# block 1

Block 1, metal layers overlaid:
(2 px per um)
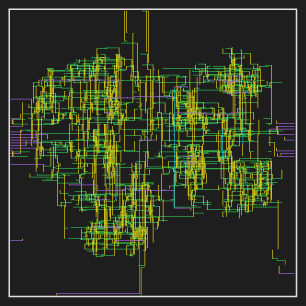

**config.mk**
```make
export PLATFORM = sky130hd
export DESIGN_NAME = pll_phase_ctrl_flat
export DESIGN_NICKNAME = d
export VERILOG_FILES = /design/src/rtl/pll_phase_ctrl_if.sv /design/src/rtl/pll_phase_ctrl.sv /design/src/flat_wrapper.sv
export SDC_FILE = /design/constraint.sdc
export NUM_CORES = 1
export LEC_CHECK = 0
export ABC_AREA = 1
export CORE_MARGIN = 5
export CORE_UTILIZATION = 25
export CTS_CLUSTER_SIZE = 24
export DETAILED_ROUTE_END_ITERATION = 8
export GPL_ROUTABILITY_DRIVEN = 0
export PLACE_DENSITY = 0.49
export SYNTH_ARGS = -nofsm -noshare
export SYNTH_HDL_FRONTEND = slang
export SYNTH_SLANG_ARGS = --single-unit
```
**constraint.sdc**
```tcl
create_clock -name clk -period 1.7 [get_ports clk]
set_input_delay 0.17 -clock clk [delete_from_list [all_inputs] [get_ports clk]]
set_output_delay 0.17 -clock clk [all_outputs]
set_load 0.01 [all_outputs]
```
**src/rtl/pll_phase_ctrl_if.sv**
```systemverilog
// Request/status/readback bundle between the link alignment logic and pll_phase_ctrl.
// master = alignment logic, slave = phase controller.
interface pll_phase_ctrl_if #(
    parameter int STEP_W = 8,
    parameter int POS_W  = 6
);
    logic                     req_valid;
    logic                     req_ready;
    logic [1:0]               req_ch;
    logic signed [STEP_W-1:0] req_steps;
    logic                     busy;
    logic                     done;
    logic                     err;
    logic                     err_clr;
    logic [1:0]               pos_rd_ch;
    logic [POS_W-1:0]         pos_rd;

    modport master (
        output req_valid, req_ch, req_steps, err_clr, pos_rd_ch,
        input  req_ready, busy, done, err, pos_rd
    );

    modport slave (
        input  req_valid, req_ch, req_steps, err_clr, pos_rd_ch,
        output req_ready, busy, done, err, pos_rd
    );
endinterface

```
**src/rtl/pll_phase_ctrl.sv**
```systemverilog
// Dynamic phase-adjust sequencer for the ECP5 EHXPLLL with per-channel position tracking.
// Optional macro PLL_PHASE_LOAD_EN adds a PHASELOADREG pulse (LOAD state) before completion.
module pll_phase_ctrl #(
    parameter int N_CH         = 4,
    parameter int STEP_W       = 8,
    parameter int SETUP_CYC    = 4,
    parameter int STEP_HI_CYC  = 4,
    parameter int STEP_GAP_CYC = 8,
    parameter int POS_MOD      = 64,
    parameter int POS_W        = 6
) (
    input  logic            clk,
    input  logic            rst_n,
    pll_phase_ctrl_if.slave ctl,
    input  logic            pll_lock_i,
    output logic [1:0]      phasesel_o,
    output logic            phasedir_o,
    output logic            phasestep_o,
    output logic            phaseloadreg_o
);
    localparam int CNT_W = 16;

`ifdef PLL_PHASE_LOAD_EN
    typedef enum logic [2:0] {S_IDLE, S_SETUP, S_STEP_HI, S_STEP_GAP, S_LOAD, S_FIN} state_t;
    localparam state_t S_POST = S_LOAD;
`else
    typedef enum logic [2:0] {S_IDLE, S_SETUP, S_STEP_HI, S_STEP_GAP, S_FIN} state_t;
    localparam state_t S_POST = S_FIN;
`endif

    state_t            state_q, state_d;
    logic [CNT_W-1:0]  cnt_q, cnt_d, gap_last;
    logic [STEP_W-1:0] rem_q, rem_d, mag;
    logic [POS_W-1:0]  pos_q [N_CH];
    logic [POS_W-1:0]  pos_rd_q;
    logic [1:0]        phasesel_q;
    logic              phasedir_q, phasestep_q, busy_q, done_q, err_q;
    logic              lock_meta_q, lock_s_q;
    logic              accept, ch_bad, pos_step, set_err;

    function automatic logic [POS_W-1:0] pos_next(input logic [POS_W-1:0] p, input logic dn);
        if (dn)
            return (p == '0) ? POS_W'(POS_MOD - 1) : p - POS_W'(1);
        return (p == POS_W'(POS_MOD - 1)) ? '0 : p + POS_W'(1);
    endfunction

    // NOTE: sequential state is always assigned with <= so every flop samples pre-edge values.
    always_ff @(posedge clk or negedge rst_n) begin
        if (!rst_n) begin
            lock_meta_q <= 1'b0;
            lock_s_q    <= 1'b0;
        end else begin
            lock_meta_q <= pll_lock_i;
            lock_s_q    <= lock_meta_q;
        end
    end

    assign ctl.req_ready = (state_q == S_IDLE) & lock_s_q & ~err_q;
    assign accept        = ctl.req_valid & ctl.req_ready;
    assign ch_bad        = {1'b0, ctl.req_ch} >= 3'(N_CH);
    assign mag           = ctl.req_steps[STEP_W-1] ? $unsigned(-ctl.req_steps)
                                                   : $unsigned(ctl.req_steps);

    // The final gap is one cycle short so the trailing LOAD/FIN cycle completes the low gap;
    // that keeps DONE at SETUP_CYC + n*(STEP_HI_CYC+STEP_GAP_CYC) after accept.
    assign gap_last = (rem_q == '0) ? CNT_W'(STEP_GAP_CYC - 2) : CNT_W'(STEP_GAP_CYC - 1);

    always_comb begin
        // NOTE: every signal written here gets a default first, so no path can infer a latch.
        state_d  = state_q;
        cnt_d    = cnt_q + CNT_W'(1);
        rem_d    = rem_q;
        pos_step = 1'b0;
        set_err  = 1'b0;
        case (state_q)
            S_IDLE: begin
                cnt_d = '0;
                if (accept) begin
                    if (ch_bad)
                        set_err = 1'b1;
                    else if (mag == '0)
                        state_d = S_POST;
                    else begin
                        state_d = S_SETUP;
                        rem_d   = mag;
                    end
                end
            end
            S_SETUP: begin
                if (cnt_q == CNT_W'(SETUP_CYC - 1)) begin
                    state_d = S_STEP_HI;
                    cnt_d   = '0;
                end
            end
            S_STEP_HI: begin
                if (cnt_q == CNT_W'(STEP_HI_CYC - 1)) begin
                    pos_step = 1'b1;
                    rem_d    = rem_q - STEP_W'(1);
                    cnt_d    = '0;
                    state_d  = (rem_q == STEP_W'(1) && STEP_GAP_CYC == 1) ? S_POST : S_STEP_GAP;
                end
            end
            S_STEP_GAP: begin
                if (cnt_q == gap_last) begin
                    cnt_d   = '0;
                    state_d = (rem_q == '0) ? S_POST : S_STEP_HI;
                end
            end
`ifdef PLL_PHASE_LOAD_EN
            S_LOAD: begin
                if (cnt_q == CNT_W'(STEP_HI_CYC - 1)) begin
                    cnt_d   = '0;
                    state_d = S_FIN;
                end
            end
`endif
            S_FIN:   state_d = S_IDLE;
            default: state_d = S_IDLE;
        endcase

        // Lock loss aborts; a pulse cut short here never reaches its position update.
        if (state_q != S_IDLE && !lock_s_q) begin
            state_d  = S_IDLE;
            pos_step = 1'b0;
            set_err  = 1'b1;
        end
    end

    // NOTE: the position array is reset with the rest of the state because software reads it back.
    always_ff @(posedge clk or negedge rst_n) begin
        if (!rst_n) begin
            state_q     <= S_IDLE;
            cnt_q       <= '0;
            rem_q       <= '0;
            phasesel_q  <= '0;
            phasedir_q  <= 1'b0;
            phasestep_q <= 1'b0;
            busy_q      <= 1'b0;
            done_q      <= 1'b0;
            err_q       <= 1'b0;
            pos_rd_q    <= '0;
            for (int i = 0; i < N_CH; i++) pos_q[i] <= '0;
        end else begin
            state_q     <= state_d;
            cnt_q       <= cnt_d;
            rem_q       <= rem_d;
            if (accept && state_d == S_SETUP) begin
                phasesel_q <= ctl.req_ch;
                phasedir_q <= ctl.req_steps[STEP_W-1];
            end
            phasestep_q <= (state_d == S_STEP_HI);
            busy_q      <= (state_d != S_IDLE);
            done_q      <= (state_d == S_FIN);
            err_q       <= set_err | (err_q & ~ctl.err_clr);
            for (int i = 0; i < N_CH; i++) begin
                if (pos_step && phasesel_q == 2'(i))
                    pos_q[i] <= pos_next(pos_q[i], phasedir_q);
            end
            pos_rd_q <= '0;
            for (int i = 0; i < N_CH; i++) begin
                if (ctl.pos_rd_ch == 2'(i))
                    pos_rd_q <= pos_q[i];
            end
        end
    end

`ifdef PLL_PHASE_LOAD_EN
    logic phaseloadreg_q;

    always_ff @(posedge clk or negedge rst_n) begin
        if (!rst_n)
            phaseloadreg_q <= 1'b0;
        else
            phaseloadreg_q <= (state_d == S_LOAD);
    end

    assign phaseloadreg_o = phaseloadreg_q;
`else
    assign phaseloadreg_o = 1'b0;
`endif

    assign phasesel_o  = phasesel_q;
    assign phasedir_o  = phasedir_q;
    assign phasestep_o = phasestep_q;
    assign ctl.busy    = busy_q;
    assign ctl.done    = done_q;
    assign ctl.err     = err_q;
    assign ctl.pos_rd  = pos_rd_q;
endmodule

```
**src/flat_wrapper.sv**
```systemverilog
// flat-port wrapper written by rule: the top's interface ports become plain ports
module pll_phase_ctrl_flat 
#(
    parameter int N_CH         = 4,
    parameter int STEP_W       = 8,
    parameter int SETUP_CYC    = 4,
    parameter int STEP_HI_CYC  = 4,
    parameter int STEP_GAP_CYC = 8,
    parameter int POS_MOD      = 64,
    parameter int POS_W        = 6
)
  (clk, rst_n, pll_lock_i, phasesel_o, phasedir_o, phasestep_o, phaseloadreg_o, ctl_req_valid, ctl_req_ch, ctl_req_steps, ctl_err_clr, ctl_pos_rd_ch, ctl_req_ready, ctl_busy, ctl_done, ctl_err, ctl_pos_rd);
  pll_phase_ctrl_if #(.STEP_W(STEP_W), .POS_W(POS_W)) ctl_i ();
  input  logic clk;
  input  logic rst_n;
  input  logic pll_lock_i;
  output logic [1:0] phasesel_o;
  output logic phasedir_o;
  output logic phasestep_o;
  output logic phaseloadreg_o;
  input wire logic [$bits(ctl_i.req_valid)-1:0] ctl_req_valid;
  input wire logic [$bits(ctl_i.req_ch)-1:0] ctl_req_ch;
  input wire logic [$bits(ctl_i.req_steps)-1:0] ctl_req_steps;
  input wire logic [$bits(ctl_i.err_clr)-1:0] ctl_err_clr;
  input wire logic [$bits(ctl_i.pos_rd_ch)-1:0] ctl_pos_rd_ch;
  output wire logic [$bits(ctl_i.req_ready)-1:0] ctl_req_ready;
  output wire logic [$bits(ctl_i.busy)-1:0] ctl_busy;
  output wire logic [$bits(ctl_i.done)-1:0] ctl_done;
  output wire logic [$bits(ctl_i.err)-1:0] ctl_err;
  output wire logic [$bits(ctl_i.pos_rd)-1:0] ctl_pos_rd;
  assign ctl_i.req_valid = ctl_req_valid;
  assign ctl_i.req_ch = ctl_req_ch;
  assign ctl_i.req_steps = ctl_req_steps;
  assign ctl_i.err_clr = ctl_err_clr;
  assign ctl_i.pos_rd_ch = ctl_pos_rd_ch;
  assign ctl_req_ready = ctl_i.req_ready;
  assign ctl_busy = ctl_i.busy;
  assign ctl_done = ctl_i.done;
  assign ctl_err = ctl_i.err;
  assign ctl_pos_rd = ctl_i.pos_rd;
  pll_phase_ctrl #(.N_CH(N_CH), .STEP_W(STEP_W), .SETUP_CYC(SETUP_CYC), .STEP_HI_CYC(STEP_HI_CYC), .STEP_GAP_CYC(STEP_GAP_CYC), .POS_MOD(POS_MOD), .POS_W(POS_W)) u_core (.clk(clk), .rst_n(rst_n), .ctl(ctl_i), .pll_lock_i(pll_lock_i), .phasesel_o(phasesel_o), .phasedir_o(phasedir_o), .phasestep_o(phasestep_o), .phaseloadreg_o(phaseloadreg_o));
endmodule
```
# block 2

File: src/rtl/pc_fetch_unit_pkg.sv
// pc_fetch_unit_pkg: shared CPU definitions for the fetch path.
package pc_fetch_unit_pkg;
    typedef enum logic [1:0] {S_FETCH, S_VALID, S_DRAIN, S_ERROR} fetch_state_e;
    typedef enum logic [1:0] {NPC_SEQ, NPC_BRANCH, NPC_JUMP, NPC_JR} npcop_e;
    localparam logic [31:0] RESET_PC_DEF = 32'h0000_3000;
endpackage

File: src/rtl/fetch_timer.sv
// fetch_timer: counts consecutive enabled cycles; tc flags the MAX_WAIT-th one.
module fetch_timer #(
    parameter int MAX_WAIT = 16
) (
    input  logic clk,
    input  logic rst_n,
    input  logic en,
    output logic tc
);
    localparam int W = MAX_WAIT > 2 ? $clog2(MAX_WAIT) : 1;
    logic [W-1:0] cnt;
    always_ff @(posedge clk or negedge rst_n)
        if (!rst_n) cnt <= '0;
        else cnt <= en ? cnt + W'(1) : '0;
    assign tc = en && cnt == W'(MAX_WAIT - 1);
endmodule

File: src/rtl/pc_fetch_unit.sv
// pc_fetch_unit: single-outstanding instruction fetch with flush, stall,
// misalignment and memory-timeout detection.
module pc_fetch_unit
    import pc_fetch_unit_pkg::*;
#(
    parameter logic [31:0] RESET_PC = RESET_PC_DEF,
    parameter int          MAX_WAIT = 16
) (
    input  logic        clk,
    input  logic        rst_n,
    input  logic [31:0] npc_in,
    input  logic        stall,
    input  logic        flush,
    input  logic [31:0] flush_addr,
    output logic        imem_req,
    output logic [31:0] imem_addr,
    input  logic        imem_ack,
    input  logic [31:0] imem_rdata,
    output logic [31:0] pc_out,
    output logic [31:0] inst_out,
    output logic        inst_valid,
    output logic        fetch_err,
    output logic [31:0] fetch_count
);
    fetch_state_e state, state_nxt;
    logic [31:0] fetch_pc;
    logic waiting, timeout, accept, hit;
    assign waiting = (state == S_FETCH || state == S_DRAIN) && !imem_ack && !flush;
    assign accept  = state == S_VALID && !stall && !flush;
    assign hit     = state == S_FETCH && imem_ack && !flush;
    fetch_timer #(.MAX_WAIT(MAX_WAIT)) u_fetch_timer (
        .clk  (clk),
        .rst_n(rst_n),
        .en   (waiting),
        .tc   (timeout)
    );
    always_ff @(posedge clk or negedge rst_n)
        if (!rst_n) state <= S_FETCH;
        else state <= state_nxt;
    // A flush while a response is still owed must drain it before refetching.
    always_comb begin
        state_nxt = state;
        if (flush)
            state_nxt = flush_addr[1:0] != 2'b00 ? S_ERROR :
                        (state == S_FETCH || state == S_DRAIN) && !imem_ack ? S_DRAIN : S_FETCH;
        else
            case (state)
                S_FETCH: state_nxt = imem_ack ? S_VALID : timeout ? S_ERROR : S_FETCH;
                S_VALID: state_nxt = stall ? S_VALID : npc_in[1:0] != 2'b00 ? S_ERROR : S_FETCH;
                S_DRAIN: state_nxt = imem_ack ? S_FETCH : timeout ? S_ERROR : S_DRAIN;
                default: state_nxt = S_ERROR;
            endcase
    end
    always_comb begin
        imem_req  = rst_n && state == S_FETCH;
        imem_addr = fetch_pc;
    end
    always_ff @(posedge clk or negedge rst_n)
        if (!rst_n) begin
            fetch_pc    <= RESET_PC;
            pc_out      <= RESET_PC;
            inst_out    <= '0;
            inst_valid  <= 1'b0;
            fetch_err   <= 1'b0;
            fetch_count <= '0;
        end else begin
            if (flush || accept) fetch_pc <= flush ? flush_addr : npc_in;
            if (hit) begin
                inst_out <= imem_rdata;
                pc_out   <= fetch_pc;
            end
            inst_valid <= state_nxt == S_VALID;
            fetch_err  <= state_nxt == S_ERROR;
            if (accept) fetch_count <= fetch_count + 32'd1;
        end
endmodule

File: config.mk
export PLATFORM = sky130hd
export DESIGN_NAME = pc_fetch_unit
export DESIGN_NICKNAME = d
export VERILOG_FILES = /design/src/rtl/pc_fetch_unit_pkg.sv /design/src/rtl/fetch_timer.sv /design/src/rtl/pc_fetch_unit.sv
export SDC_FILE = /design/constraint.sdc
export NUM_CORES = 1
export LEC_CHECK = 0
export ABC_CLOCK_PERIOD_IN_PS = 3800
export CAP_MARGIN = 15
export CORE_MARGIN = 5
export CORE_UTILIZATION = 35
export CTS_CLUSTER_DIAMETER = 60
export DETAILED_ROUTE_END_ITERATION = 16
export PLACE_DENSITY = 0.75
export SETUP_SLACK_MARGIN = 0.2
export SLEW_MARGIN = 20
export SYNTH_ARGS = -nofsm -noshare
export SYNTH_HDL_FRONTEND = slang
export SYNTH_HIERARCHICAL = 1
export SYNTH_SLANG_ARGS = --single-unit
File: constraint.sdc
create_clock -name clk -period 3.8 [get_ports clk]
set_input_delay 0.38 -clock clk [delete_from_list [all_inputs] [get_ports clk]]
set_output_delay 0.38 -clock clk [all_outputs]
set_load 0.005 [all_outputs]
# block 3

$ cat src/rtl/mc_ctrl_pkg.sv
// -----------------------------------------------------------------------------
// mc_ctrl_pkg
// Shared definitions for the multicycle MIPS control unit:
//   - 4-bit FSM state encodings
//   - opcode (IR[31:26]) and R-type funct (IR[5:0]) constants
//   - ALU operation codes and datapath mux select codes
//   - small decode helpers for the supported instruction classes
// -----------------------------------------------------------------------------
package mc_ctrl_pkg;

  typedef enum logic [3:0] {
    S_FETCH  = 4'd0,
    S_DECODE = 4'd1,
    S_MEMADR = 4'd2,
    S_MEMRD  = 4'd3,
    S_MEMWB  = 4'd4,
    S_MEMWR  = 4'd5,
    S_EXEC_R = 4'd6,
    S_EXEC_I = 4'd7,
    S_ALUWB  = 4'd8,
    S_BRANCH = 4'd9,
    S_JUMP   = 4'd10,
    S_TRAP   = 4'd11
  } state_e;

  // Opcodes
  localparam logic [5:0] OP_RTYPE = 6'h00;
  localparam logic [5:0] OP_LW    = 6'h23;
  localparam logic [5:0] OP_SW    = 6'h2B;
  localparam logic [5:0] OP_ADDI  = 6'h08;
  localparam logic [5:0] OP_SLTI  = 6'h0A;
  localparam logic [5:0] OP_ANDI  = 6'h0C;
  localparam logic [5:0] OP_ORI   = 6'h0D;
  localparam logic [5:0] OP_BEQ   = 6'h04;
  localparam logic [5:0] OP_BNE   = 6'h05;
  localparam logic [5:0] OP_J     = 6'h02;

  // R-type function codes
  localparam logic [5:0] FN_ADD = 6'h20;
  localparam logic [5:0] FN_SUB = 6'h22;
  localparam logic [5:0] FN_AND = 6'h24;
  localparam logic [5:0] FN_OR  = 6'h25;
  localparam logic [5:0] FN_SLT = 6'h2A;

  // ALU operation codes (native width; the top zero-extends to ALUCTL_W)
  localparam int         ALU_CODE_W = 3;
  localparam logic [2:0] ALU_SUB    = 3'b000;
  localparam logic [2:0] ALU_ADD    = 3'b001;
  localparam logic [2:0] ALU_AND    = 3'b010;
  localparam logic [2:0] ALU_OR     = 3'b011;
  localparam logic [2:0] ALU_SLT    = 3'b100;

  // ALUSrcB mux
  localparam logic [1:0] SRCB_REG     = 2'b00;
  localparam logic [1:0] SRCB_FOUR    = 2'b01;
  localparam logic [1:0] SRCB_IMM     = 2'b10;
  localparam logic [1:0] SRCB_IMM_SH2 = 2'b11;

  // PCSrc mux
  localparam logic [1:0] PCSRC_ALU    = 2'b00;
  localparam logic [1:0] PCSRC_ALUOUT = 2'b01;
  localparam logic [1:0] PCSRC_JUMP   = 2'b10;

  function automatic logic is_rtype_funct(input logic [5:0] f);
    return (f == FN_ADD) || (f == FN_SUB) || (f == FN_AND) ||
           (f == FN_OR)  || (f == FN_SLT);
  endfunction

  function automatic logic is_itype_op(input logic [5:0] o);
    return (o == OP_ADDI) || (o == OP_SLTI) || (o == OP_ANDI) || (o == OP_ORI);
  endfunction

endpackage

$ cat src/rtl/mc_alu_decode.sv
// -----------------------------------------------------------------------------
// mc_alu_decode
// Combinational ALU-operation and immediate-extension decoder.
// Ports:
//   state   in  current FSM state
//   op      in  IR[31:26]
//   funct   in  IR[5:0]
//   alu_ctl out ALU operation code (ALU_* from mc_ctrl_pkg)
//   ext_sel out 0 = zero-extend immediate, 1 = sign-extend immediate
// -----------------------------------------------------------------------------
module mc_alu_decode
  import mc_ctrl_pkg::*;
(
  input  state_e                state,
  input  logic [5:0]            op,
  input  logic [5:0]            funct,
  output logic [ALU_CODE_W-1:0] alu_ctl,
  output logic                  ext_sel
);

  always_comb begin
    // NOTE: every output of a combinational block gets a default before the
    // case; a path that leaves one unassigned would infer a latch.
    alu_ctl = ALU_SUB;
    ext_sel = 1'b0;

    case (state)
      S_FETCH: alu_ctl = ALU_ADD;

      // DECODE forms the branch target; MEMADR forms the load/store address.
      S_DECODE, S_MEMADR: begin
        alu_ctl = ALU_ADD;
        ext_sel = 1'b1;
      end

      // ALUWB keeps the EXEC operation so ALUOut stays stable for write-back.
      S_EXEC_R, S_EXEC_I, S_ALUWB: begin
        if (op == OP_RTYPE) begin
          case (funct)
            FN_SUB:  alu_ctl = ALU_SUB;
            FN_AND:  alu_ctl = ALU_AND;
            FN_OR:   alu_ctl = ALU_OR;
            FN_SLT:  alu_ctl = ALU_SLT;
            default: alu_ctl = ALU_ADD;
          endcase
        end else begin
          case (op)
            OP_SLTI: begin alu_ctl = ALU_SLT; ext_sel = 1'b1; end
            OP_ANDI: alu_ctl = ALU_AND;
            OP_ORI:  alu_ctl = ALU_OR;
            default: begin alu_ctl = ALU_ADD; ext_sel = 1'b1; end
          endcase
        end
      end

      S_BRANCH: alu_ctl = ALU_SUB;

      default: ;
    endcase
  end

endmodule

$ cat src/rtl/mc_control_fsm.sv
// -----------------------------------------------------------------------------
// mc_control_fsm
// Multicycle MIPS control unit. Sequences the datapath through
// FETCH/DECODE/EXEC/MEM/WB states from the instruction register's op/funct.
// Ports:
//   clk, reset (sync, active-low)     clock and reset
//   op, funct                         IR[31:26], IR[5:0]
//   mem_ready                         memory access completes this cycle
//   IorD, MemWrite, IRWrite           memory address select / write / IR load
//   RegDest, Mem_to_Reg, RegWrite     register-file write controls
//   ALUSrcA, ALUSrcB, ALUControl      ALU operand selects and operation
//   ext_sel                           immediate extension (1 = sign)
//   PCSrc, PCWrite, branch, branch_ne PC update controls
//   illegal                           sticky trap indicator
//   state_o                           current state (debug)
// -----------------------------------------------------------------------------
module mc_control_fsm
  import mc_ctrl_pkg::*;
#(
  parameter int ALUCTL_W        = 3,
  parameter bit HAS_MEM_WAIT    = 1'b1,
  parameter bit TRAP_ON_ILLEGAL = 1'b1
) (
  input  logic                clk,
  input  logic                reset,
  input  logic [5:0]          op,
  input  logic [5:0]          funct,
  input  logic                mem_ready,
  output logic                IorD,
  output logic                MemWrite,
  output logic                IRWrite,
  output logic                RegDest,
  output logic                Mem_to_Reg,
  output logic                RegWrite,
  output logic                ALUSrcA,
  output logic [1:0]          ALUSrcB,
  output logic [ALUCTL_W-1:0] ALUControl,
  output logic                ext_sel,
  output logic [1:0]          PCSrc,
  output logic                PCWrite,
  output logic                branch,
  output logic                branch_ne,
  output logic                illegal,
  output logic [3:0]          state_o
);

  localparam state_e ILLEGAL_NEXT = state_e'(TRAP_ON_ILLEGAL ? S_TRAP : S_FETCH);

  state_e                state_q, state_d;
  logic                  ready;
  logic                  pc_write_raw, ir_write_raw, mem_write_raw, reg_write_raw;
  logic [ALU_CODE_W-1:0] alu_ctl;

  // Without a wait-capable memory every access completes in one cycle.
  assign ready = HAS_MEM_WAIT ? mem_ready : 1'b1;

  always_ff @(posedge clk) begin
    // NOTE: state registers use non-blocking assignment so every flop samples
    // pre-edge values regardless of block ordering.
    if (!reset) state_q <= S_FETCH;
    else        state_q <= state_d;
  end

  always_comb begin
    state_d       = state_q;
    IorD          = 1'b0;
    mem_write_raw = 1'b0;
    ir_write_raw  = 1'b0;
    RegDest       = 1'b0;
    Mem_to_Reg    = 1'b0;
    reg_write_raw = 1'b0;
    ALUSrcA       = 1'b0;
    ALUSrcB       = SRCB_REG;
    PCSrc         = PCSRC_ALU;
    pc_write_raw  = 1'b0;
    branch        = 1'b0;
    branch_ne     = 1'b0;

    case (state_q)
      S_FETCH: begin
        ALUSrcB = SRCB_FOUR;
        if (ready) begin
          ir_write_raw = 1'b1;
          pc_write_raw = 1'b1;
          state_d      = S_DECODE;
        end
      end

      S_DECODE: begin
        ALUSrcB = SRCB_IMM_SH2;
        case (op)
          OP_LW, OP_SW:                   state_d = S_MEMADR;
          OP_RTYPE:                       state_d = is_rtype_funct(funct) ? S_EXEC_R : ILLEGAL_NEXT;
          OP_ADDI, OP_SLTI, OP_ANDI, OP_ORI: state_d = S_EXEC_I;
          OP_BEQ, OP_BNE:                 state_d = S_BRANCH;
          OP_J:                           state_d = S_JUMP;
          default:                        state_d = ILLEGAL_NEXT;
        endcase
      end

      S_MEMADR: begin
        ALUSrcA = 1'b1;
        ALUSrcB = SRCB_IMM;
        state_d = (op == OP_LW) ? S_MEMRD : S_MEMWR;
      end

      S_MEMRD: begin
        IorD = 1'b1;
        if (ready) state_d = S_MEMWB;
      end

      S_MEMWB: begin
        reg_write_raw = 1'b1;
        Mem_to_Reg    = 1'b1;
        state_d       = S_FETCH;
      end

      // The write strobe is held until the memory accepts it, so exactly one
      // MemWrite-and-ready cycle occurs per store.
      S_MEMWR: begin
        IorD          = 1'b1;
        mem_write_raw = 1'b1;
        if (ready) state_d = S_FETCH;
      end

      S_EXEC_R: begin
        ALUSrcA = 1'b1;
        ALUSrcB = SRCB_REG;
        state_d = S_ALUWB;
      end

      S_EXEC_I: begin
        ALUSrcA = 1'b1;
        ALUSrcB = SRCB_IMM;
        state_d = S_ALUWB;
      end

      S_ALUWB: begin
        reg_write_raw = 1'b1;
        RegDest       = (op == OP_RTYPE);
        ALUSrcA       = 1'b1;
        ALUSrcB       = (op == OP_RTYPE) ? SRCB_REG : SRCB_IMM;
        state_d       = S_FETCH;
      end

      S_BRANCH: begin
        ALUSrcA   = 1'b1;
        ALUSrcB   = SRCB_REG;
        PCSrc     = PCSRC_ALUOUT;
        branch    = (op == OP_BEQ);
        branch_ne = (op == OP_BNE);
        state_d   = S_FETCH;
      end

      S_JUMP: begin
        PCSrc        = PCSRC_JUMP;
        pc_write_raw = 1'b1;
        state_d      = S_FETCH;
      end

      // Only reset leaves TRAP.
      S_TRAP: state_d = S_TRAP;

      default: state_d = S_FETCH;
    endcase
  end

  // Architectural writes are suppressed for the whole time reset is low, so
  // an instruction interrupted by reset commits nothing.
  assign PCWrite  = pc_write_raw  & reset;
  assign IRWrite  = ir_write_raw  & reset;
  assign MemWrite = mem_write_raw & reset;
  assign RegWrite = reg_write_raw & reset;

  mc_alu_decode u_alu_decode (
    .state   (state_q),
    .op      (op),
    .funct   (funct),
    .alu_ctl (alu_ctl),
    .ext_sel (ext_sel)
  );

  assign ALUControl = ALUCTL_W'(alu_ctl);
  assign illegal    = (state_q == S_TRAP);
  assign state_o    = state_q;

endmodule

$ cat config.mk
export PLATFORM = sky130hd
export DESIGN_NAME = mc_control_fsm
export DESIGN_NICKNAME = d
export VERILOG_FILES = /design/src/rtl/mc_ctrl_pkg.sv /design/src/rtl/mc_alu_decode.sv /design/src/rtl/mc_control_fsm.sv
export SDC_FILE = /design/constraint.sdc
export NUM_CORES = 1
export LEC_CHECK = 0
export CORE_UTILIZATION = 45
export CTS_BUF_LIST = sky130_fd_sc_hd__clkbuf_2
export DETAILED_ROUTE_END_ITERATION = 7
export PLACE_DENSITY = 0.87
export REMOVE_ABC_BUFFERS = 1
export SLEW_MARGIN = 20
export SYNTH_ARGS = -nofsm -noshare
export SYNTH_HDL_FRONTEND = slang
export SYNTH_HIERARCHICAL = 1
export SYNTH_SLANG_ARGS = --single-unit
export TNS_END_PERCENT = 100
$ cat constraint.sdc
create_clock -name clk -period 5.12 [get_ports clk]
set_input_delay 1.024 -clock clk [delete_from_list [all_inputs] [get_ports clk]]
set_output_delay 1.024 -clock clk [all_outputs]
set_load 0.1 [all_outputs]
# block 4

--- src/rtl/mm_compare_seq.sv ---
// Mastermind compare sequencer: steps the four secret pegs through the
// peg comparator one per cycle and captures the red/white score. It also
// keeps the game bookkeeping: guess count, win flag and game-over lockout.
`timescale 1ns/1ps
module mm_compare_seq #(
  parameter int unsigned MAX_GUESSES = 10
) (
  input  logic        clock,
  input  logic        resetn,
  input  logic        start,
  input  logic        new_game,
  input  logic [11:0] code_in,
  input  logic [11:0] guess_in,
  input  logic [2:0]  red_in,
  input  logic [2:0]  white_in,
  output logic        cmp_resetn,
  output logic        compareEn,
  output logic [1:0]  compare_i,
  output logic [2:0]  curr_code,
  output logic [11:0] guess_out,
  output logic [2:0]  red_out,
  output logic [2:0]  white_out,
  output logic        done,
  output logic        win,
  output logic [3:0]  guess_count,
  output logic        game_over,
  output logic        busy
);

  localparam logic [4:0] MaxGuesses = 5'(MAX_GUESSES);

  typedef enum logic [2:0] {
    StIdle,
    StClear,
    StRun,
    StCapture,
    StOver
  } state_t;

  state_t      r_state;
  logic        r_cmp_resetn;
  logic        r_compare_en;
  logic [1:0]  r_compare_i;
  logic [11:0] r_code_q;
  logic [11:0] r_guess;
  logic [2:0]  r_red;
  logic [2:0]  r_white;
  logic        r_done;
  logic        r_win;
  logic [3:0]  r_guess_count;

  logic [4:0]  w_count_inc;
  logic        w_last_guess;
  logic        w_red_win;
  logic [3:0]  w_count_sat;
  logic [2:0]  w_curr_code;

  // Guess-count arithmetic for the capture step.
  always_comb begin
    w_count_inc  = {1'b0, r_guess_count} + 5'd1;
    w_last_guess = (w_count_inc == MaxGuesses);
    w_red_win    = (red_in == 3'd4);
    w_count_sat  = (r_guess_count == 4'd15) ? 4'd15 : w_count_inc[3:0];
  end

  // Select the secret peg currently presented to the comparator.
  always_comb begin
    w_curr_code = r_code_q[2:0];
    unique case (r_compare_i)
      2'd0: w_curr_code = r_code_q[2:0];
      2'd1: w_curr_code = r_code_q[5:3];
      2'd2: w_curr_code = r_code_q[8:6];
      2'd3: w_curr_code = r_code_q[11:9];
      default: w_curr_code = r_code_q[2:0];
    endcase
  end

  // Sequencer FSM with registered comparator controls and score outputs.
  always_ff @(posedge clock) begin
    if (!resetn) begin
      r_state       <= StIdle;
      r_cmp_resetn  <= 1'b0;
      r_compare_en  <= 1'b0;
      r_compare_i   <= 2'd0;
      r_code_q      <= 12'd0;
      r_guess       <= 12'd0;
      r_red         <= 3'd0;
      r_white       <= 3'd0;
      r_done        <= 1'b0;
      r_win         <= 1'b0;
      r_guess_count <= 4'd0;
    end else begin
      r_done <= 1'b0;
      unique case (r_state)
        StIdle: begin
          r_cmp_resetn <= 1'b1;
          if (new_game) begin
            // new_game wins over a simultaneous start; the start is dropped.
            r_guess_count <= 4'd0;
            r_win         <= 1'b0;
          end else if (start) begin
            r_code_q     <= code_in;
            r_guess      <= guess_in;
            r_cmp_resetn <= 1'b0;
            r_state      <= StClear;
          end
        end
        StClear: begin
          r_cmp_resetn <= 1'b1;
          r_compare_en <= 1'b1;
          r_compare_i  <= 2'd0;
          r_state      <= StRun;
        end
        StRun: begin
          if (r_compare_i == 2'd3) begin
            r_compare_en <= 1'b0;
            r_compare_i  <= 2'd0;
            r_state      <= StCapture;
          end else begin
            r_compare_i <= r_compare_i + 2'd1;
          end
        end
        StCapture: begin
          // Comparator registered its last update at the final RUN edge.
          r_red         <= red_in;
          r_white       <= white_in;
          r_done        <= 1'b1;
          r_guess_count <= w_count_sat;
          if (w_red_win) begin
            r_win <= 1'b1;
          end
          r_state <= (w_red_win || w_last_guess) ? StOver : StIdle;
        end
        StOver: begin
          r_cmp_resetn <= 1'b1;
          if (new_game) begin
            r_guess_count <= 4'd0;
            r_win         <= 1'b0;
            r_state       <= StIdle;
          end
        end
        default: r_state <= StIdle;
      endcase
    end
  end

  // Output wiring.
  always_comb begin
    cmp_resetn  = r_cmp_resetn;
    compareEn   = r_compare_en;
    compare_i   = r_compare_i;
    curr_code   = w_curr_code;
    guess_out   = r_guess;
    red_out     = r_red;
    white_out   = r_white;
    done        = r_done;
    win         = r_win;
    guess_count = r_guess_count;
    game_over   = (r_state == StOver);
    busy        = (r_state == StClear) || (r_state == StRun) || (r_state == StCapture);
  end

endmodule

--- config.mk ---
export PLATFORM = sky130hd
export DESIGN_NAME = mm_compare_seq
export DESIGN_NICKNAME = d
export VERILOG_FILES = /design/src/rtl/mm_compare_seq.sv
export SDC_FILE = /design/constraint.sdc
export NUM_CORES = 1
export LEC_CHECK = 0
export ABC_AREA = 0
export CAP_MARGIN = 20
export CORE_AREA = 2 2 73 75
export DETAILED_ROUTE_END_ITERATION = 16
export DIE_AREA = 0 0 75 77
export PLACE_DENSITY_LB_ADDON = 0.25
export RECOVER_POWER = 50
export REMOVE_ABC_BUFFERS = 1
export SLEW_MARGIN = 15
export SYNTH_ARGS = -nofsm -noshare
export SYNTH_HDL_FRONTEND = slang
export SYNTH_SLANG_ARGS = --single-unit
--- constraint.sdc ---
create_clock -name clock -period 2.3 [get_ports clock]
set_clock_uncertainty 0.2 [all_clocks]
set_input_delay 0.46 -clock clock [delete_from_list [all_inputs] [get_ports clock]]
set_output_delay 0.46 -clock clock [all_outputs]
set_load 0.05 [all_outputs]

==> layout pictures side by side <==
Clock routing.
shot_01.png
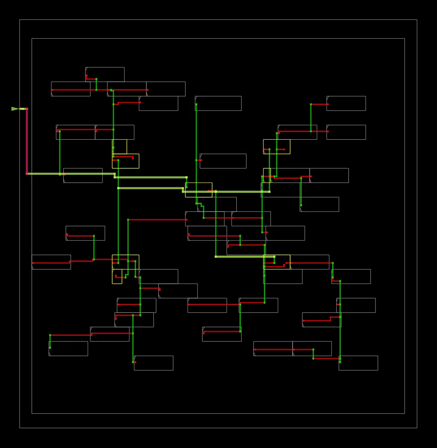
shot_02.png
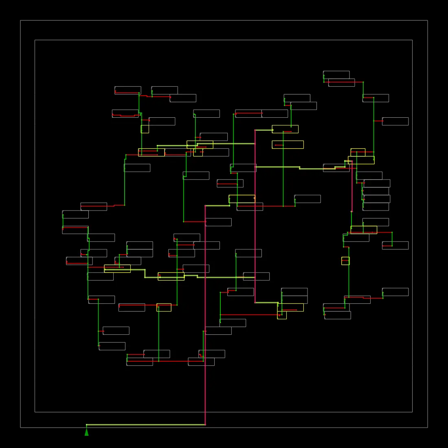
shot_03.png
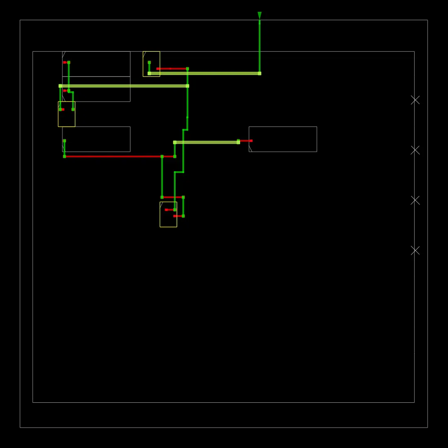
shot_04.png
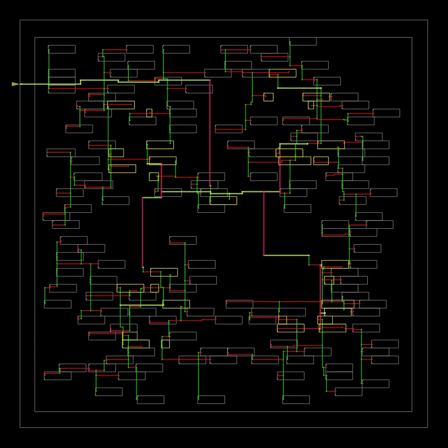
block 1 -> shot_02.png
block 2 -> shot_04.png
block 3 -> shot_03.png
block 4 -> shot_01.png

Block 4, logic cells by family:
(4 px per um)
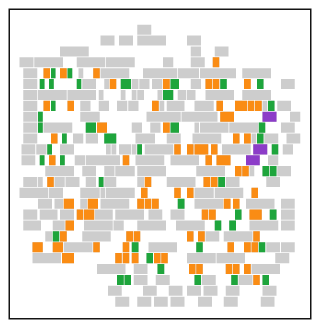
color	family	cells
purple	multiplexers	3
green	NAND gates	45
orange	inverting AOI/OAI gates	78
most common logic cell in the routed design: clkdlybuf4s50_1
fin cells: 366
fraction of area in multi-input gates: 0.342

==> flow_summary.toml, block 4 <==
# generated from flow reports
[global_routing]
grt_pass1_wl_um = 7830
grt_overflow = 0
grt_max_degree = 27

[yosys]
synth_area_leader_cell = "dfxtp_1"
syn_inst = 225
ys.flop_type = "dfxtp_1"
synth.logic.top_family = "AND-OR/OR-AND gates"
ys_cells = 225
synthTopCellsByArea = "dfxtp_1 (45%), a21oi_1 (11%), nand3_1 (6.5%), o21ai_1 (4.7%), ha_1 (3.9%)"
synth_flop_count = 43

[pwr]
power.internal_mw = 1.11
swShare = 0.277

[placed_design]
place_area_um2 = 2670
dp_hpwl_um = 3290
place_inst = 355

[final_timing]
slew_headroom = 0.591
rsz0062_at_grt = "yes"
final.min_clock_period_ns = 2.28
hold_viol = 0

[setup_path]
critPathLaunchType = "flop"
path_class = "reg -> out"

[clock_network]
cts-hold-fix-buffers = 0
cts_htree_levels = 2
cts_buffers = 5
clkSlewWorstSetupHoldPaths_ns = 0.08

[finish]
non_clock_buffer_area_share = 0.276
area.sequential_um2 = 868
area.growth.synth_to_final_pct = 46.5
seq_cells = 43
seq_share = 0.308

[outcome]
status = "finished clean"

[drt]
drt_pass1_iterations = 5
ant_nets = 0
wire_per_inst_um = 13.5
vias = 1848

[die]
io_pins = 67
die_height_um = 77
fp_util = 0.387
core_um2 = 4980

[flow_run]
max-cap-violations = 0
## block 4: worst max-delay path, stage by stage, from the launching register on
cell,delay [ns]
dfxtp_4,0.40
inv_4,0.05
ha_4,0.16
a222oi_1,0.37
mux2i_1,0.13
buf_4,0.21
## block 4: per-layer routing
| metal | global-route usage | vias up | wire, um | share of wire |
|---|---|---|---|---|
| met1 | 0.224 | 845 | 2220 | 0.45 |
| met4 | 0.0321 | 0 | 12 | 0.0024 |
| met2 | 0.268 | 52 | 2380 | 0.48 |
| met5 | 0 | - | 0 | 0 |
| li1 | - | 949 | - | - |
| met3 | 0.0644 | 2 | 322 | 0.065 |
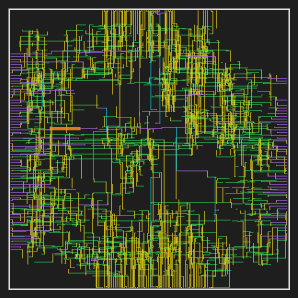
Block 2: metal layers overlaid
(2 px per um)
color	layer	wire length
cyan	metal 4	303 um
orange	metal 5	13.8 um
green	metal 1	6,350 um
yellow	metal 2	7,430 um
purple	metal 3	1,260 um
drt wl/cell: 16.8 um
GR Util All Layers: 0.163

==> flow_summary.toml, block 2 <==
# generated from flow reports
[global_routing]
grt_overflow = 0
grtUsageMet2 = 0.261

[die]
dieArea_um2 = 19400
die_w_um = 139
num_rows = 47

[finish]
final_cells = 912
stdcell_area_um2 = 8950

[yosys]
synth.logic.top_family = "multiplexers"
synthTopCellsByArea = "dfrtp_1 (57%), mux2_2 (12%), mux2i_1 (5.7%), o21ai_0 (2.9%), nand2_1 (2.8%)"
synth.cellmix.xorXnorShare = 0.0480
syn_area_um2 = 5840
synthMostInstantiatedCell = "dfrtp_1"
edf_count = 0
synth_area_leader_cell = "dfrtp_1"

[clock_network]
cts_buffer_depth = 2
cts_root_buffer = "clkbuf_16"
ctsResizeCount = 0
cts_htree_levels = 4
cts_tree = "done"

[outcome]
status = "finished clean"

[pwr]
power_leakage_nw = 3.73
peakVddDrop_mv = 0.312

[final_timing]
slew_headroom = 0.572
fin_setup_tns_ns = 0
rsz0062_at_grt = "no"
fin_ws_ns = 1.27
fin_skew_ns = 0.00838
fmax_ghz = 0.395

[setup_path]
crit_arrival_ns = 2.15
cp-startpoint = "rst_n"

[drt]
drc = 0
routed-wl-met3_um = 1260
wl_met2_um = 7430

[hold_path]
worstHoldStart = "flush"
block 2: area by class of cell:
type / count / area (um^2) / share of cell area
flip-flops and latches: 136 / 3410 / 0.381
clock inverters: 10 / 119 / 0.0133
multi-input cells: 281 / 2280 / 0.255
diodes: 1 / 2.50 / 0.000280
inverters: 5 / 18.8 / 0.00210
clock buffers: 21 / 480 / 0.0537
repair buffers: 238 / 2360 / 0.264
well taps: 220 / 275 / 0.0308
block 2: state kept, by name (all words and copies together), names as in the netlist:
name and cells:
inst_valid 1, fetch_count 32, pc_out 32, imem_addr 32, inst_out 32, fetch_err 1
u_fetch_timer/cnt 4, state 2
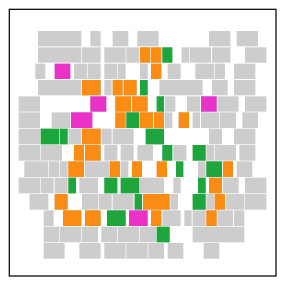
Block 3: logic cells by family
(6 px per um)
color	family	cells
magenta	AND-OR and OR-AND gates	5
orange	inverting AOI/OAI gates	28
green	NAND gates	19
most common logic cell in the routed design: clkdlybuf4s50_1
fraction of area in multi-input gates: 0.597
fin cells: 167

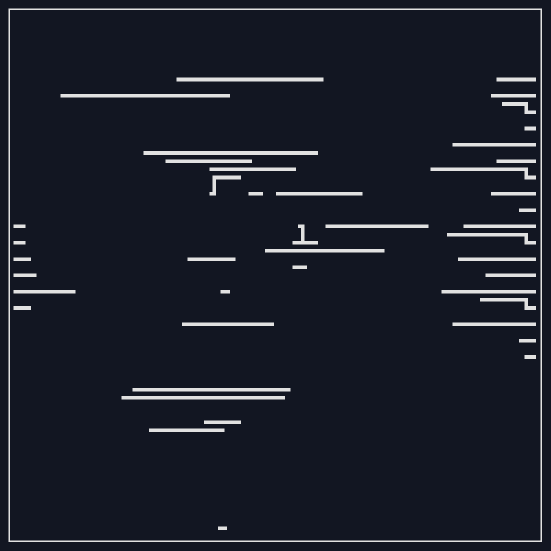
Block 3: met3 routing
(12 px per um)
longest straight run	14.3 um
wire length on this layer	223 um
nets with wire on the layer	42
routed via count: 1,049
drt total wl: 2290 um
met3 Use GR: 0.0367

==> flow_summary.toml, block 3 <==
# generated from flow reports
[outcome]
status = "finished with violations"
violations = "DRC"

[final_timing]
hold_viol = 0
slew_violations = 0
period_used_share = 0.798
final.min_clock_period_ns = 4.08
worst_pin_slew_ns = 0.976

[finish]
layout.nets = 168
largest_class = "combinational gates"

[drt]
drc = 4
drt_iter0_drc = 55

[global_routing]
first_global_vias = 865
grt_pass1_wl_um = 3890

[pwr]
pg_clk_mw = 0.0315
netSwitchingPower_mw = 0.168
peakVddDrop_mv = 0.197
swShare = 0.618

[die]
die_w_um = 44.2
fp_util = 0.509

[yosys]
synth_seq_share = 0.0998
synth.logic.top_family = "simple AND/OR/NAND/NOR gates"
yosys.area.top_type_share = 0.0998
syn_inst = 116
yosysChipArea_um2 = 802
async_flop_share = 0

[clock_network]
cts.sinks = 4
cts_buffer_depth = 2
cts-hold-fix-buffers = 0

[setup_path]
path_depth = 5
path_max_fanout = 10

[hold_path]
min-delay-path-class = "reg -> reg"
hold-path-endpoint = "state_o[2]"

[flow_run]
tool_warnings = 25

[placed_design]
place_area_um2 = 1140
place_inst = 164
-- block 3: per-stage QoR --
| step | hold WS [ns] | worst slack (ns) | util |
|---|---|---|---|
| final | 0.892 | 1.04 | 0.735 |
| after global routing | 0.980 | 0.920 | 0.735 |
| after CTS | 0.880 | 1.04 | 0.735 |
| after detailed placement | 0.868 | 1.04 | 0.725 |
| after global placement | 0.865 | 1.11 | 0.725 |
| after floorplan | 1.14 | -0.571 | - |
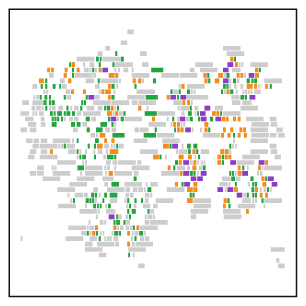
Block 1: logic cells by family
(2 px per um)
color	family	cells
purple	XOR/XNOR gates	32
green	NAND gates	179
orange	inverting AOI/OAI gates	109
fin cells: 898
most common logic cell in the routed design: nand2_1
fraction of area in multi-input gates: 0.433

Notes on 'metal layers overlaid' of block 1 above:
color	layer	wire length
green	metal 1	5,240 um
purple	metal 3	551 um
cyan	metal 4	203 um
yellow	metal 2	5,270 um
GR Util All Layers: 0.112
routed via count: 4,106

==> flow_summary.toml, block 1 <==
# generated from flow reports
[outcome]
status = "finished with violations"
violations = "setup timing"

[setup_path]
path_class = "reg -> reg"
crit_chain = "inv_1 > ha_1 > nand2_1 > o21ai_2 > nand3_2 > a22oi_2 > nand2_4 > and3_4"
end_kind = "flop"
crit_buf_inv = 1
crit_slowest_cell = "dfrtp_1"

[clock_network]
cts_root_buffer = "clkbuf_16"

[finish]
seq_share = 0.288
largest_class = "combinational gates"
area.sequential_um2 = 1650

[global_routing]
top_usage_layer = "met2"
use_met1 = 0.143

[yosys]
synthTopCellsByArea = "dfrtp_1 (37%), nand2_1 (10%), inv_1 (6.9%), xor2_1 (5.4%), o21ai_0 (4.9%)"

[drt]
topRoutingLayerUsed = "met4"
post_drt_via_cell_ratio = 4.57
met1_length_um = 5240
wl_met2_um = 5270

[die]
core_um2 = 17300
fp_util = 0.255

[final_timing]
finalHoldWorstSlack_ns = 0.279
fin_ws_ns = -0.0426
finalSetupViolations = 11
-- block 1: worst min path at each step --
| stage | startpoint | to | slack, ns | cells past startpoint |
|---|---|---|---|---|
| after floorplan | rst_n | u_core.cnt_q[0] | -0.13 | 0 |
| after global placement | rst_n | u_core.pos_q[15] | 0.23 | 2 |
| after detailed placement | rst_n | u_core.pos_q[15] | 0.23 | 2 |
| after CTS | pll_lock_i | u_core.lock_meta_q | 0.26 | 1 |
| after global routing | pll_lock_i | u_core.lock_meta_q | 0.26 | 1 |
| final | pll_lock_i | u_core.lock_meta_q | 0.28 | 1 |

# block 5

<file path="config.mk">
export PLATFORM = sky130hd
export DESIGN_NAME = one_hot_to_binary
export DESIGN_NICKNAME = d
export VERILOG_FILES = /design/src/rtl/one_hot_to_binary.sv
export SDC_FILE = /design/constraint.sdc
export NUM_CORES = 1
export LEC_CHECK = 0
export ABC_CLOCK_PERIOD_IN_PS = 4900
export CAP_MARGIN = 20
export CORE_MARGIN = 3
export CORE_UTILIZATION = 30
export CTS_CLUSTER_SIZE = 28
export DETAILED_ROUTE_END_ITERATION = 8
export PLACE_DENSITY = 0.67
export SLEW_MARGIN = 10
export SYNTH_ARGS = -nofsm -noshare
export SYNTH_HDL_FRONTEND = slang
export SYNTH_SLANG_ARGS = --single-unit
</file>
<file path="constraint.sdc">
create_clock -name clk -period 4.9 [get_ports clk]
set_input_delay 1.225 -clock clk [delete_from_list [all_inputs] [get_ports clk]]
set_output_delay 1.225 -clock clk [all_outputs]
set_load 0.02 [all_outputs]
</file>
<file path="src/rtl/one_hot_to_binary.sv">
// Registered one-hot to binary encoder with valid/ready handshakes on both
// sides. Malformed words (zero or several bits set) are flagged with the
// result, latched in a sticky flag and counted in a saturating counter.
module one_hot_to_binary #(
    parameter int ONE_HOT_W = 16,
    parameter int BIN_W     = 4,
    parameter int ERR_CNT_W = 8
) (
    input  logic                 clk,
    input  logic                 reset_n,
    input  logic                 oh_valid_i,
    output logic                 oh_ready_o,
    input  logic [ONE_HOT_W-1:0] one_hot_i,
    output logic                 bin_valid_o,
    input  logic                 bin_ready_i,
    output logic [BIN_W-1:0]     bin_o,
    output logic                 err_o,
    output logic                 err_sticky_o,
    output logic [ERR_CNT_W-1:0] err_cnt_o,
    input  logic                 clr_err_i
);

    // Parameter sanity checks, evaluated at elaboration.
    generate
        if (ONE_HOT_W < 2) begin : g_bad_one_hot_w
            $error("one_hot_to_binary: ONE_HOT_W must be at least 2");
        end
        if (BIN_W < $clog2(ONE_HOT_W)) begin : g_bad_bin_w
            $error("one_hot_to_binary: BIN_W too narrow for ONE_HOT_W");
        end
        if (ERR_CNT_W < 1) begin : g_bad_err_cnt_w
            $error("one_hot_to_binary: ERR_CNT_W must be at least 1");
        end
    endgenerate

    localparam logic [ERR_CNT_W-1:0] ERR_CNT_MAX = {ERR_CNT_W{1'b1}};

    logic                 bin_valid_q;
    logic [BIN_W-1:0]     bin_q;
    logic                 err_q;
    logic                 err_sticky_q;
    logic [ERR_CNT_W-1:0] err_cnt_q;

    logic [ONE_HOT_W-1:0] oh_word;
    logic [BIN_W-1:0]     enc_idx;
    logic                 enc_err;
    logic                 accept;
    logic                 err_sticky_d;
    logic [ERR_CNT_W-1:0] err_cnt_d;

    // The slot frees up when empty or being drained this cycle; no path
    // from oh_valid_i, so upstream may wait on ready before asserting valid.
    assign oh_ready_o = !bin_valid_q || bin_ready_i;
    assign accept     = oh_valid_i && oh_ready_o;

    // Unqualified input data is forced to zero so X never reaches state.
    assign oh_word = oh_valid_i ? one_hot_i : '0;

    // Encode: lowest set bit wins, malformed when zero or several bits set.
    always_comb begin
        // NOTE: every always_comb output gets a default before any branch so
        // no path leaves it unassigned, which would infer a latch.
        enc_idx = '0;
        for (int i = ONE_HOT_W - 1; i >= 0; i--) begin
            if (oh_word[i]) begin
                enc_idx = BIN_W'(i);
            end
        end
        enc_err = (oh_word == '0) ||
                  ((oh_word & (oh_word - ONE_HOT_W'(1))) != '0);
    end

    // Error accounting at accept time: clear first, then add the new error.
    always_comb begin
        err_sticky_d = err_sticky_q;
        err_cnt_d    = err_cnt_q;
        if (clr_err_i) begin
            err_sticky_d = 1'b0;
            err_cnt_d    = '0;
        end
        if (accept && enc_err) begin
            err_sticky_d = 1'b1;
            if (err_cnt_d != ERR_CNT_MAX) begin
                err_cnt_d = err_cnt_d + ERR_CNT_W'(1);
            end
        end
    end

    // Single pipeline register: load on accept, drop valid on a bare consume.
    always_ff @(posedge clk or negedge reset_n) begin
        // NOTE: state is written with <= so every flop samples pre-edge
        // values regardless of statement order.
        if (!reset_n) begin
            bin_valid_q  <= 1'b0;
            bin_q        <= '0;
            err_q        <= 1'b0;
            err_sticky_q <= 1'b0;
            err_cnt_q    <= '0;
        end else begin
            if (accept) begin
                bin_valid_q <= 1'b1;
                bin_q       <= enc_idx;
                err_q       <= enc_err;
            end else if (bin_ready_i) begin
                bin_valid_q <= 1'b0;
            end
            err_sticky_q <= err_sticky_d;
            err_cnt_q    <= err_cnt_d;
        end
    end

    assign bin_valid_o  = bin_valid_q;
    assign bin_o        = bin_q;
    assign err_o        = err_q;
    assign err_sticky_o = err_sticky_q;
    assign err_cnt_o    = err_cnt_q;

endmodule

</file>
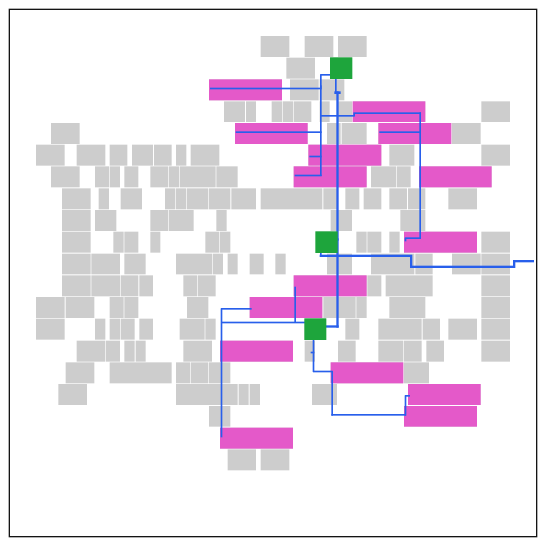
Block 5: clock wires, drivers and flops
(8 px per um)
[magenta] flip-flops | count: 15
[blue] clock wires | length: 207 um
[green] clock drivers | count: 3
routed clock nets	4
P_clk: 0.0705 mW
clk ins delay skew pair: 0.28 ns

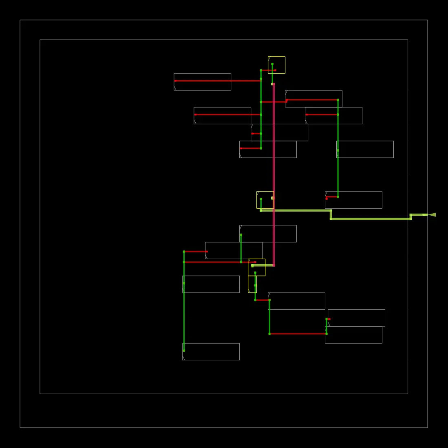
Block 5: clock routing
CLK BUF: 4
Clock Skew: 0.00634 ns
Num CTS Buffers: 3

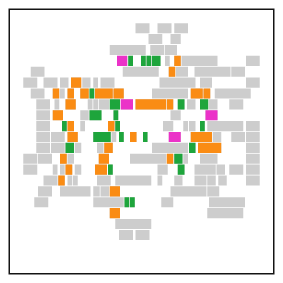
Block 5: logic cells by family
(4 px per um)
color	family	cells
orange	inverting AOI/OAI gates	29
green	NAND gates	23
magenta	AND-OR and OR-AND gates	4
fraction of area in multi-input gates: 0.441
fin cells: 202
most common logic cell in the routed design: clkdlybuf4s50_1

==> flow_summary.toml <==
# generated from flow reports
[yosys]
synth_flop_count = 15
ys_warn_count = 0
edf_count = 0

[finish]
largest_class = "combinational gates"
area.sequential_um2 = 375

[pwr]
peakVddDrop_mv = 0.0602
power_frac_comb = 0.296
seq_cell_power_mw = 0.136

[drt]
routed-wl-met3_um = 131
drt_pass1_iterations = 4
ant_nets = 0

[flow_run]
tool_warnings = 26

[placed_design]
io_buffers = 36
gp_congestion = 0.803

[final_timing]
worst_pin_slew_ns = 0.664

[setup_path]
path_max_fanout = 3

[die]
num_tap_cells = 46

[outcome]
status = "finished clean"

[clock_network]
ctsResizeCount = 0
Yosys cell counts (2+ instances only):
cell	instances
a22oi_1	2
nor2_1	9
a31o_2	2
a211oi_1	2
nor4_1	2
o21ai_0	6
nor4_4	2
nand2_1	13
nand3_1	3
nor3_1	6
dfrtp_1	15
a21oi_1	7
nor2b_1	5
nand4_1	3
inv_1	5
o31ai_1	3
and3_1	3
flip-flops by register name, indices dropped and copies added (netlist names):
name	count
bin_o	4
bin_valid_o	1
err_cnt_o	8
err_o	1
err_sticky_o	1


==> screenshots <==
Metal layers overlaid.
(a)
(4 px per um)
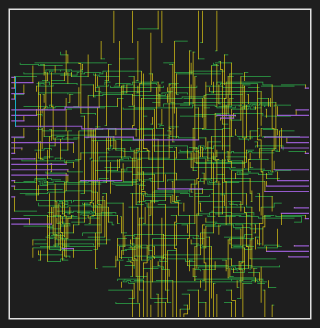
(b)
(4 px per um)
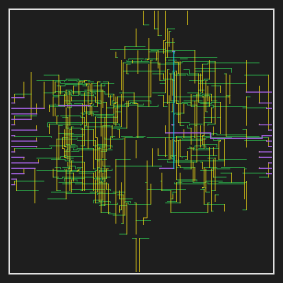
(c)
(6 px per um)
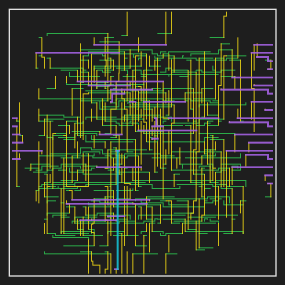
The one with the most wire is (a).
The one with the smallest die is (c).
- block 4 = (a)
- block 5 = (b)
- block 3 = (c)

Power and IR drop assume default switching activity.
